# ---- block 1 ----
Figure 1. Metal 1 (block 1).
Bar = 50 um.
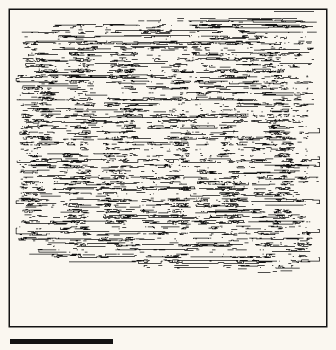
Figure 2. The metal 2 layer (block 1).
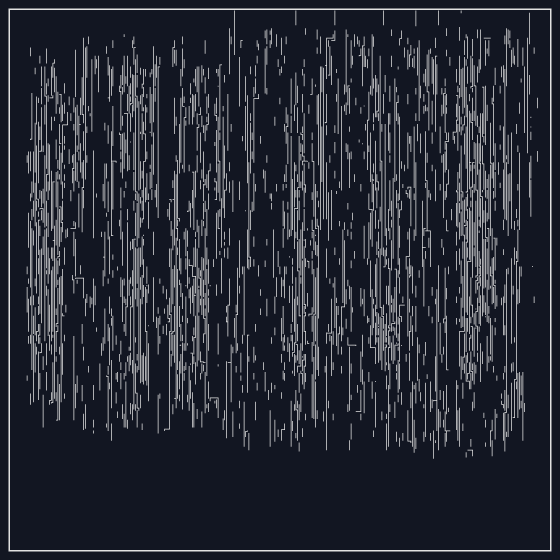
## src/rtl/sd_pkg.sv

```systemverilog
// Shared constants and helpers for the sigma-delta modulator link and its sinc^3 decimator.
package sd_pkg;

  localparam int BW_DEF       = 12;
  localparam int LOG2_OSR_DEF = 6;

  // Integrator/comb width: one sign bit, one bit of headroom, plus OSR^3 of gain.
  function automatic int calc_w(input int log2_osr);
    return 2 + 3 * log2_osr;
  endfunction

  function automatic logic signed [1:0] bit_to_pm1(input logic b);
    return b ? 2'sb01 : 2'sb11;
  endfunction

  function automatic logic signed [31:0] sat(input logic signed [31:0] v, input int bw);
    logic signed [31:0] hi;
    logic signed [31:0] lo;
    hi = (32'sd1 <<< (bw - 1)) - 32'sd1;
    lo = -hi - 32'sd1;
    if (v > hi) return hi;
    if (v < lo) return lo;
    return v;
  endfunction

endpackage

```

## src/rtl/sd2_decim_if.sv

```systemverilog
// Bitstream in, PCM samples out for the sinc^3 decimator.
// bs_in is consumed every cycle; pcm_valid is a one-cycle strobe with no ready (no backpressure).
interface sd2_decim_if #(parameter int BW = 12) ();
  logic                 bs_in;
  logic signed [BW-1:0] pcm_out;
  logic                 pcm_valid;

  modport master (output bs_in, input pcm_out, input pcm_valid);
  modport slave  (input bs_in, output pcm_out, output pcm_valid);
endinterface

```

## src/rtl/sd2_cic_comb.sv

```systemverilog
// One CIC comb stage: combinational difference against a delay register loaded on strikes.
module sd2_cic_comb #(
  parameter int W = 20
) (
  input  logic         clk,
  input  logic         reset,
  input  logic         en,
  input  logic [W-1:0] din,
  output logic [W-1:0] dout
);

  logic [W-1:0] d;

  assign dout = din - d;

  always_ff @(posedge clk) begin
    if (reset) d <= '0;
    else if (en) d <= din;
  end

endmodule

```

## src/rtl/sd2_decim.sv

```systemverilog
// Third-order CIC decimator: 1-bit stream in, one saturated signed PCM sample per OSR cycles.
module sd2_decim
  import sd_pkg::*;
#(
  parameter int BW       = BW_DEF,
  parameter int LOG2_OSR = LOG2_OSR_DEF
) (
  input logic        clk,
  input logic        reset,
  sd2_decim_if.slave bus
);

  localparam int W  = calc_w(LOG2_OSR);
  localparam int SH = 3 * LOG2_OSR - (BW - 1);

  logic [LOG2_OSR-1:0] cnt;
  logic [W-1:0]        i1, i2, i3;
  logic [W-1:0]        c1, c2, c3;
  logic [W-1:0]        x;
  logic signed [1:0]   pm;
  logic [1:0]          prime;
  logic                strike;
  logic signed [31:0]  c3_ext;
  logic signed [31:0]  y;
  logic signed [31:0]  y_sat;

  assign pm     = bit_to_pm1(bus.bs_in);
  assign x      = {{(W-2){pm[1]}}, pm};
  assign strike = (cnt == '1);

  sd2_cic_comb #(.W(W)) u_comb1 (.clk(clk), .reset(reset), .en(strike), .din(i3), .dout(c1));
  sd2_cic_comb #(.W(W)) u_comb2 (.clk(clk), .reset(reset), .en(strike), .din(c1), .dout(c2));
  sd2_cic_comb #(.W(W)) u_comb3 (.clk(clk), .reset(reset), .en(strike), .din(c2), .dout(c3));

  assign c3_ext = 32'($signed(c3));

  // Small OSR with wide BW needs a left shift to keep the PCM code at modulator scale.
  generate
    if (SH >= 0) begin : g_shr
      assign y = c3_ext >>> SH;
    end else begin : g_shl
      assign y = c3_ext <<< (-SH);
    end
  endgenerate

  assign y_sat = sat(y, BW);

  always_ff @(posedge clk) begin
    if (reset) begin
      cnt           <= '0;
      i1            <= '0;
      i2            <= '0;
      i3            <= '0;
      prime         <= '0;
      bus.pcm_out   <= '0;
      bus.pcm_valid <= 1'b0;
    end else begin
      cnt           <= cnt + 1'b1;
      i1            <= i1 + x;
      i2            <= i2 + i1;
      i3            <= i3 + i2;
      bus.pcm_valid <= strike && prime[1];
      if (strike) begin
        bus.pcm_out <= BW'(y_sat);
        if (prime != 2'd3) prime <= prime + 2'd1;
      end
    end
  end

endmodule

```

## src/flat_wrapper.sv

```systemverilog
// flat-port wrapper written by rule: the top's interface ports become plain ports
module sd2_decim_flat import sd_pkg::*;
#(
  parameter int BW       = BW_DEF,
  parameter int LOG2_OSR = LOG2_OSR_DEF
)
  (clk, reset, bus_bs_in, bus_pcm_out, bus_pcm_valid);
  sd2_decim_if #(.BW(BW)) bus_i ();
  input logic clk;
  input logic reset;
  input wire logic [$bits(bus_i.bs_in)-1:0] bus_bs_in;
  output wire logic [$bits(bus_i.pcm_out)-1:0] bus_pcm_out;
  output wire logic [$bits(bus_i.pcm_valid)-1:0] bus_pcm_valid;
  assign bus_i.bs_in = bus_bs_in;
  assign bus_pcm_out = bus_i.pcm_out;
  assign bus_pcm_valid = bus_i.pcm_valid;
  sd2_decim #(.BW(BW), .LOG2_OSR(LOG2_OSR)) u_core (.clk(clk), .reset(reset), .bus(bus_i));
endmodule
```

## config.mk

```make
export PLATFORM = sky130hd
export DESIGN_NAME = sd2_decim_flat
export DESIGN_NICKNAME = d
export VERILOG_FILES = /design/src/rtl/sd_pkg.sv /design/src/rtl/sd2_decim_if.sv /design/src/rtl/sd2_cic_comb.sv /design/src/rtl/sd2_decim.sv /design/src/flat_wrapper.sv
export SDC_FILE = /design/constraint.sdc
export NUM_CORES = 1
export LEC_CHECK = 0
export ABC_AREA = 1
export ABC_CLOCK_PERIOD_IN_PS = 6400
export CORE_MARGIN = 3
export CORE_UTILIZATION = 45
export DETAILED_ROUTE_END_ITERATION = 16
export PLACE_DENSITY = 0.65
export SYNTH_ARGS = -nofsm -noshare
export SYNTH_HDL_FRONTEND = slang
export SYNTH_SLANG_ARGS = --single-unit
```

## constraint.sdc

```tcl
create_clock -name clk -period 6.4 [get_ports clk]
set_input_delay 1.28 -clock clk [delete_from_list [all_inputs] [get_ports clk]]
set_output_delay 1.28 -clock clk [all_outputs]
set_load 0.02 [all_outputs]
```

==> out/results.ini <==
[routing]
drc=0
vias_per_cell=5.17

[final_timing]
slew_viol_final=0

[min_path]
hold_path.startpoint=u_core.cnt[0]

[critical_path]
cp.arrival_ps=6080
worstPathRequired_ps=6680
crit_path_max_incr_delay_ps=590

[synth]
synth_async_sr_flop_share=0
ys_types=47
yosysSeqAreaShare=0.289

[final_layout]
logic_gates=974
ff_latch_area_um2=2820

[global_routing]
grt_overflow=0
grt_pass1_vias=8411

[clock_tree]
cts.sinks=141
h-tree-depth=4

[status]
outcome=completed

[floorplanning]
die_w_um=153
core_um2=21200

## Picture notes: Figure 1
- main direction: horizontal
- wire length on this layer: 9940 um
- longest straight run: 32.2 um
- nets with wire on the layer: 1441
- share of all routed wire: 47%

## Picture notes: Figure 2
- nets with wire on the layer: 1181
- wire length on this layer: 10400 um
- main direction: vertical
- share of all routed wire: 49%

-- logic make-up (layout without fill, tap and decap cells) --
group	Yosys count	after routing	synth area share
adders and majority gates	119	119	0.156
AOI/OAI and AO/OA	486	486	0.270
xor gates and xnor gates	50	50	0.0448
buffers and inverters	235	255	0.0920
DFF	141	141	0.289
and+or+nand+nor	319	319	0.148
-- registers in the layout (all words and copies together) (netlist names) --
signal,count
u_core.bus.pcm_out,12
u_core.bus.pcm_valid,1
u_core.cnt,6
u_core.i1,20
u_core.i2,20
u_core.i3,20
u_core.prime,2
u_core.u_comb1.d,20
u_core.u_comb2.d,20
u_core.u_comb3.d,20

# ---- block 2 ----
Figure 3. Metal 1 (block 2).
Bar = 100 um.
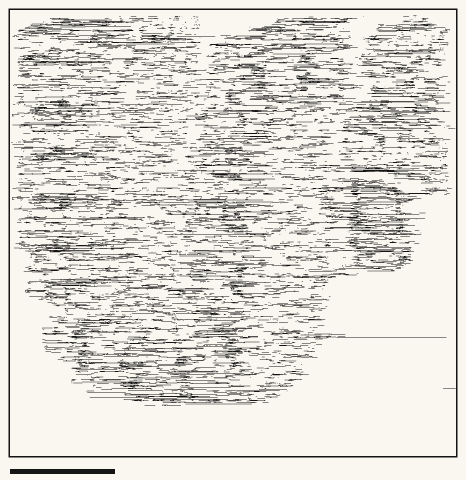
### src/rtl/mtmp_pow_calc.sv
// Pipelined over-exposure weight: mtmp = (max(imoy_i_j-imoy_ii_jj,0)/divisor)^P, Q1.DW_DEC result.
// Optional clock-enable port `en` when MTMP_CE_EN is defined.
module mtmp_pow_calc #(
  parameter int unsigned DW_IN  = 10,
  parameter int unsigned DW_DEC = 8,
  parameter int unsigned DW_DIV = 10
) (
  input  logic              clk,
  input  logic              rst_n,
`ifdef MTMP_CE_EN
  input  logic              en,
`endif
  input  logic              in_vld,
  input  logic [DW_IN-1:0]  imoy_i_j,
  input  logic [DW_IN-1:0]  imoy_ii_jj,
  input  logic [DW_DIV-1:0] divisor,
  input  logic [1:0]        pow_sel,
  output logic              out_vld,
  output logic [DW_DEC:0]   mtmp,
  output logic              div0
);

  localparam int unsigned NW     = DW_IN + DW_DEC;
  localparam int unsigned DW_OUT = DW_DEC + 1;
  localparam logic [2*DW_OUT-1:0] RND     = (2*DW_OUT)'(1) << (DW_DEC - 1);
  localparam logic [2*DW_OUT-1:0] SAT_LIM = (2*DW_OUT)'(1) << DW_OUT;

  logic adv;
`ifdef MTMP_CE_EN
  assign adv = en;
`else
  assign adv = 1'b1;
`endif

  // Round-half-up square with saturation to all-ones.
  function automatic logic [DW_OUT-1:0] sq_step(input logic [DW_OUT-1:0] x);
    logic [2*DW_OUT-1:0] p;
    logic [2*DW_OUT-1:0] r;
    p = {{DW_OUT{1'b0}}, x} * {{DW_OUT{1'b0}}, x};
    r = (p + RND) >> DW_DEC;
    return (r >= SAT_LIM) ? {DW_OUT{1'b1}} : r[DW_OUT-1:0];
  endfunction

  logic [DW_IN-1:0] diff;
  assign diff = (imoy_i_j > imoy_ii_jj) ? imoy_i_j - imoy_ii_jj : '0;

  // Index 0 is S0; index k holds the sample after quotient bit k. nq shifts numerator out of the
  // top while quotient bits enter at the bottom, so nq_q[NW] is the full quotient.
  logic              vld_q [NW+1];
  logic [NW-1:0]     nq_q  [NW+1];
  logic [DW_DIV-1:0] rem_q [NW+1];
  logic [DW_DIV-1:0] dv_q  [NW+1];
  logic [1:0]        ps_q  [NW+1];
  logic              z_q   [NW+1];

  logic [DW_DIV:0] sh  [1:NW];
  logic [DW_DIV:0] sub [1:NW];
  logic            ge  [1:NW];

  always_comb begin
    for (int k = 1; k <= int'(NW); k++) begin
      sh[k]  = {rem_q[k-1], nq_q[k-1][NW-1]};
      ge[k]  = sh[k] >= {1'b0, dv_q[k-1]};
      sub[k] = sh[k] - {1'b0, dv_q[k-1]};
    end
  end

  always_ff @(posedge clk or negedge rst_n) begin
    if (!rst_n) begin
      for (int k = 0; k <= int'(NW); k++) begin
        vld_q[k] <= 1'b0;
        nq_q[k]  <= '0;
        rem_q[k] <= '0;
        dv_q[k]  <= '0;
        ps_q[k]  <= '0;
        z_q[k]   <= 1'b0;
      end
    end else if (adv) begin
      vld_q[0] <= in_vld;
      if (in_vld) begin
        nq_q[0]  <= {diff, {DW_DEC{1'b0}}};
        rem_q[0] <= '0;
        dv_q[0]  <= divisor;
        ps_q[0]  <= pow_sel;
        z_q[0]   <= (divisor == '0);
      end
      for (int k = 1; k <= int'(NW); k++) begin
        vld_q[k] <= vld_q[k-1];
        if (vld_q[k-1]) begin
          rem_q[k] <= ge[k] ? sub[k][DW_DIV-1:0] : sh[k][DW_DIV-1:0];
          nq_q[k]  <= {nq_q[k-1][NW-2:0], ge[k]};
          dv_q[k]  <= dv_q[k-1];
          ps_q[k]  <= ps_q[k-1];
          z_q[k]   <= z_q[k-1];
        end
      end
    end
  end

  // Saturate the quotient into Q1.DW_DEC; a zero divisor forces all ones.
  logic [DW_OUT-1:0] x_clamp;
  always_comb begin
    if (z_q[NW] || (|nq_q[NW][NW-1:DW_OUT])) x_clamp = {DW_OUT{1'b1}};
    else                                    x_clamp = nq_q[NW][DW_OUT-1:0];
  end

  logic [DW_OUT-1:0] sq_x_q   [3];
  logic [1:0]        sq_ps_q  [3];
  logic              sq_z_q   [3];
  logic              sq_vld_q [3];

  always_ff @(posedge clk or negedge rst_n) begin
    if (!rst_n) begin
      for (int i = 0; i < 3; i++) begin
        sq_x_q[i]   <= '0;
        sq_ps_q[i]  <= '0;
        sq_z_q[i]   <= 1'b0;
        sq_vld_q[i] <= 1'b0;
      end
    end else if (adv) begin
      sq_vld_q[0] <= vld_q[NW];
      if (vld_q[NW]) begin
        sq_x_q[0]  <= (ps_q[NW] != 2'd0) ? sq_step(x_clamp) : x_clamp;
        sq_ps_q[0] <= ps_q[NW];
        sq_z_q[0]  <= z_q[NW];
      end
      sq_vld_q[1] <= sq_vld_q[0];
      if (sq_vld_q[0]) begin
        sq_x_q[1]  <= (sq_ps_q[0] >= 2'd2) ? sq_step(sq_x_q[0]) : sq_x_q[0];
        sq_ps_q[1] <= sq_ps_q[0];
        sq_z_q[1]  <= sq_z_q[0];
      end
      sq_vld_q[2] <= sq_vld_q[1];
      if (sq_vld_q[1]) begin
        sq_x_q[2]  <= (sq_ps_q[1] == 2'd3) ? sq_step(sq_x_q[1]) : sq_x_q[1];
        sq_ps_q[2] <= sq_ps_q[1];
        sq_z_q[2]  <= sq_z_q[1];
      end
    end
  end

  assign out_vld = sq_vld_q[2];
  assign mtmp    = sq_x_q[2];
  assign div0    = sq_z_q[2];

endmodule

### config.mk
export PLATFORM = sky130hd
export DESIGN_NAME = mtmp_pow_calc
export DESIGN_NICKNAME = d
export VERILOG_FILES = /design/src/rtl/mtmp_pow_calc.sv
export SDC_FILE = /design/constraint.sdc
export NUM_CORES = 2
export LEC_CHECK = 0
export CAP_MARGIN = 20
export CORE_MARGIN = 2
export CORE_UTILIZATION = 23
export CTS_CLUSTER_SIZE = 25
export DETAILED_ROUTE_END_ITERATION = 6
export GPL_ROUTABILITY_DRIVEN = 0
export PLACE_DENSITY = 0.33
export SKIP_LAST_GASP = 1
export SYNTH_ARGS = -nofsm -noshare
export SYNTH_HDL_FRONTEND = slang
export SYNTH_SLANG_ARGS = --single-unit
### constraint.sdc
create_clock -name clk -period 7.74 [get_ports clk]
set_input_delay 2.322 -clock clk [delete_from_list [all_inputs] [get_ports clk]]
set_output_delay 2.322 -clock clk [all_outputs]
set_load 0.005 [all_outputs]
==> out/results.ini <==
[status]
outcome=completed

[clock_tree]
numCtsBuffers=88

[pwr]
p_total_uw=21100

[final_layout]
nFillCells=18500
comb_area_um2=20900

[critical_path]
crit_family=adder cells
crit_path_frequent_cell=fa_1
crit_path_start=nq_q[10]

[routing]
drc=0
drt_iter0_drc=1254
met1_length_um=49100

[global_routing]
grt_overflow=0

[final_timing]
skew_ps=47.5
timing.final.ws_setup_ps=1740

[place]
post-place-ws_ps=1690

[job]
warning_count=47

About Figure 3:
- wire length on this layer: 49.1 mm
- main direction: horizontal
- share of all routed wire: 48%
- longest straight run: 104 um
- nets with wire on the layer: 4213

[layout by cell type (no fill, tap or decap), types with 59 or more instances in the layout]
cell	instances
a31oi_1	59
nand3_1	65
nor2b_1	76
nand2_1	324
clkbuf_16	88
mux2i_1	95
dfrtp_1	673
inv_1	435
fa_1	117
nor2_1	254
o21ai_0	309
mux2_2	286
ha_1	299
a21oi_1	205
xnor2_1	103
[power breakdown]
part	total [uW]	internal [uW]	switching (uW)
logic	11300	5060	6200
registers	5660	4700	959
clock network	4140	2430	1710
total	21100	12200	8870


==> notes/layouts.md <==
Pictures saved along the way, in no particular order.

M4 wires.
panel A
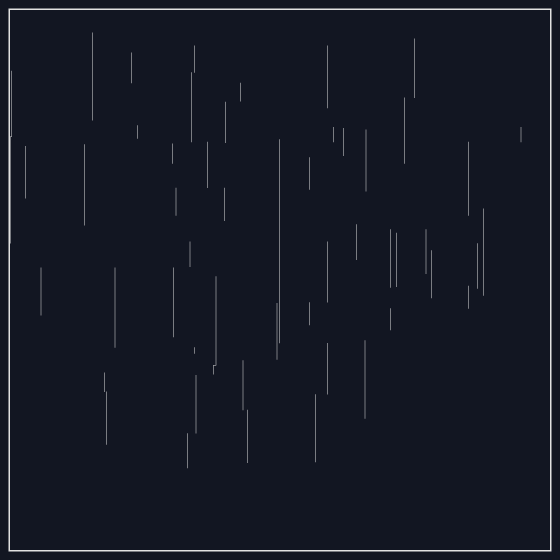
panel B
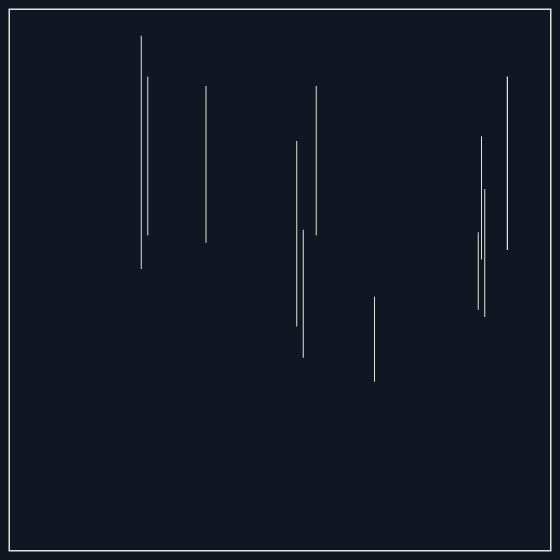
Block 2 is panel A.
Block 1 is panel B.

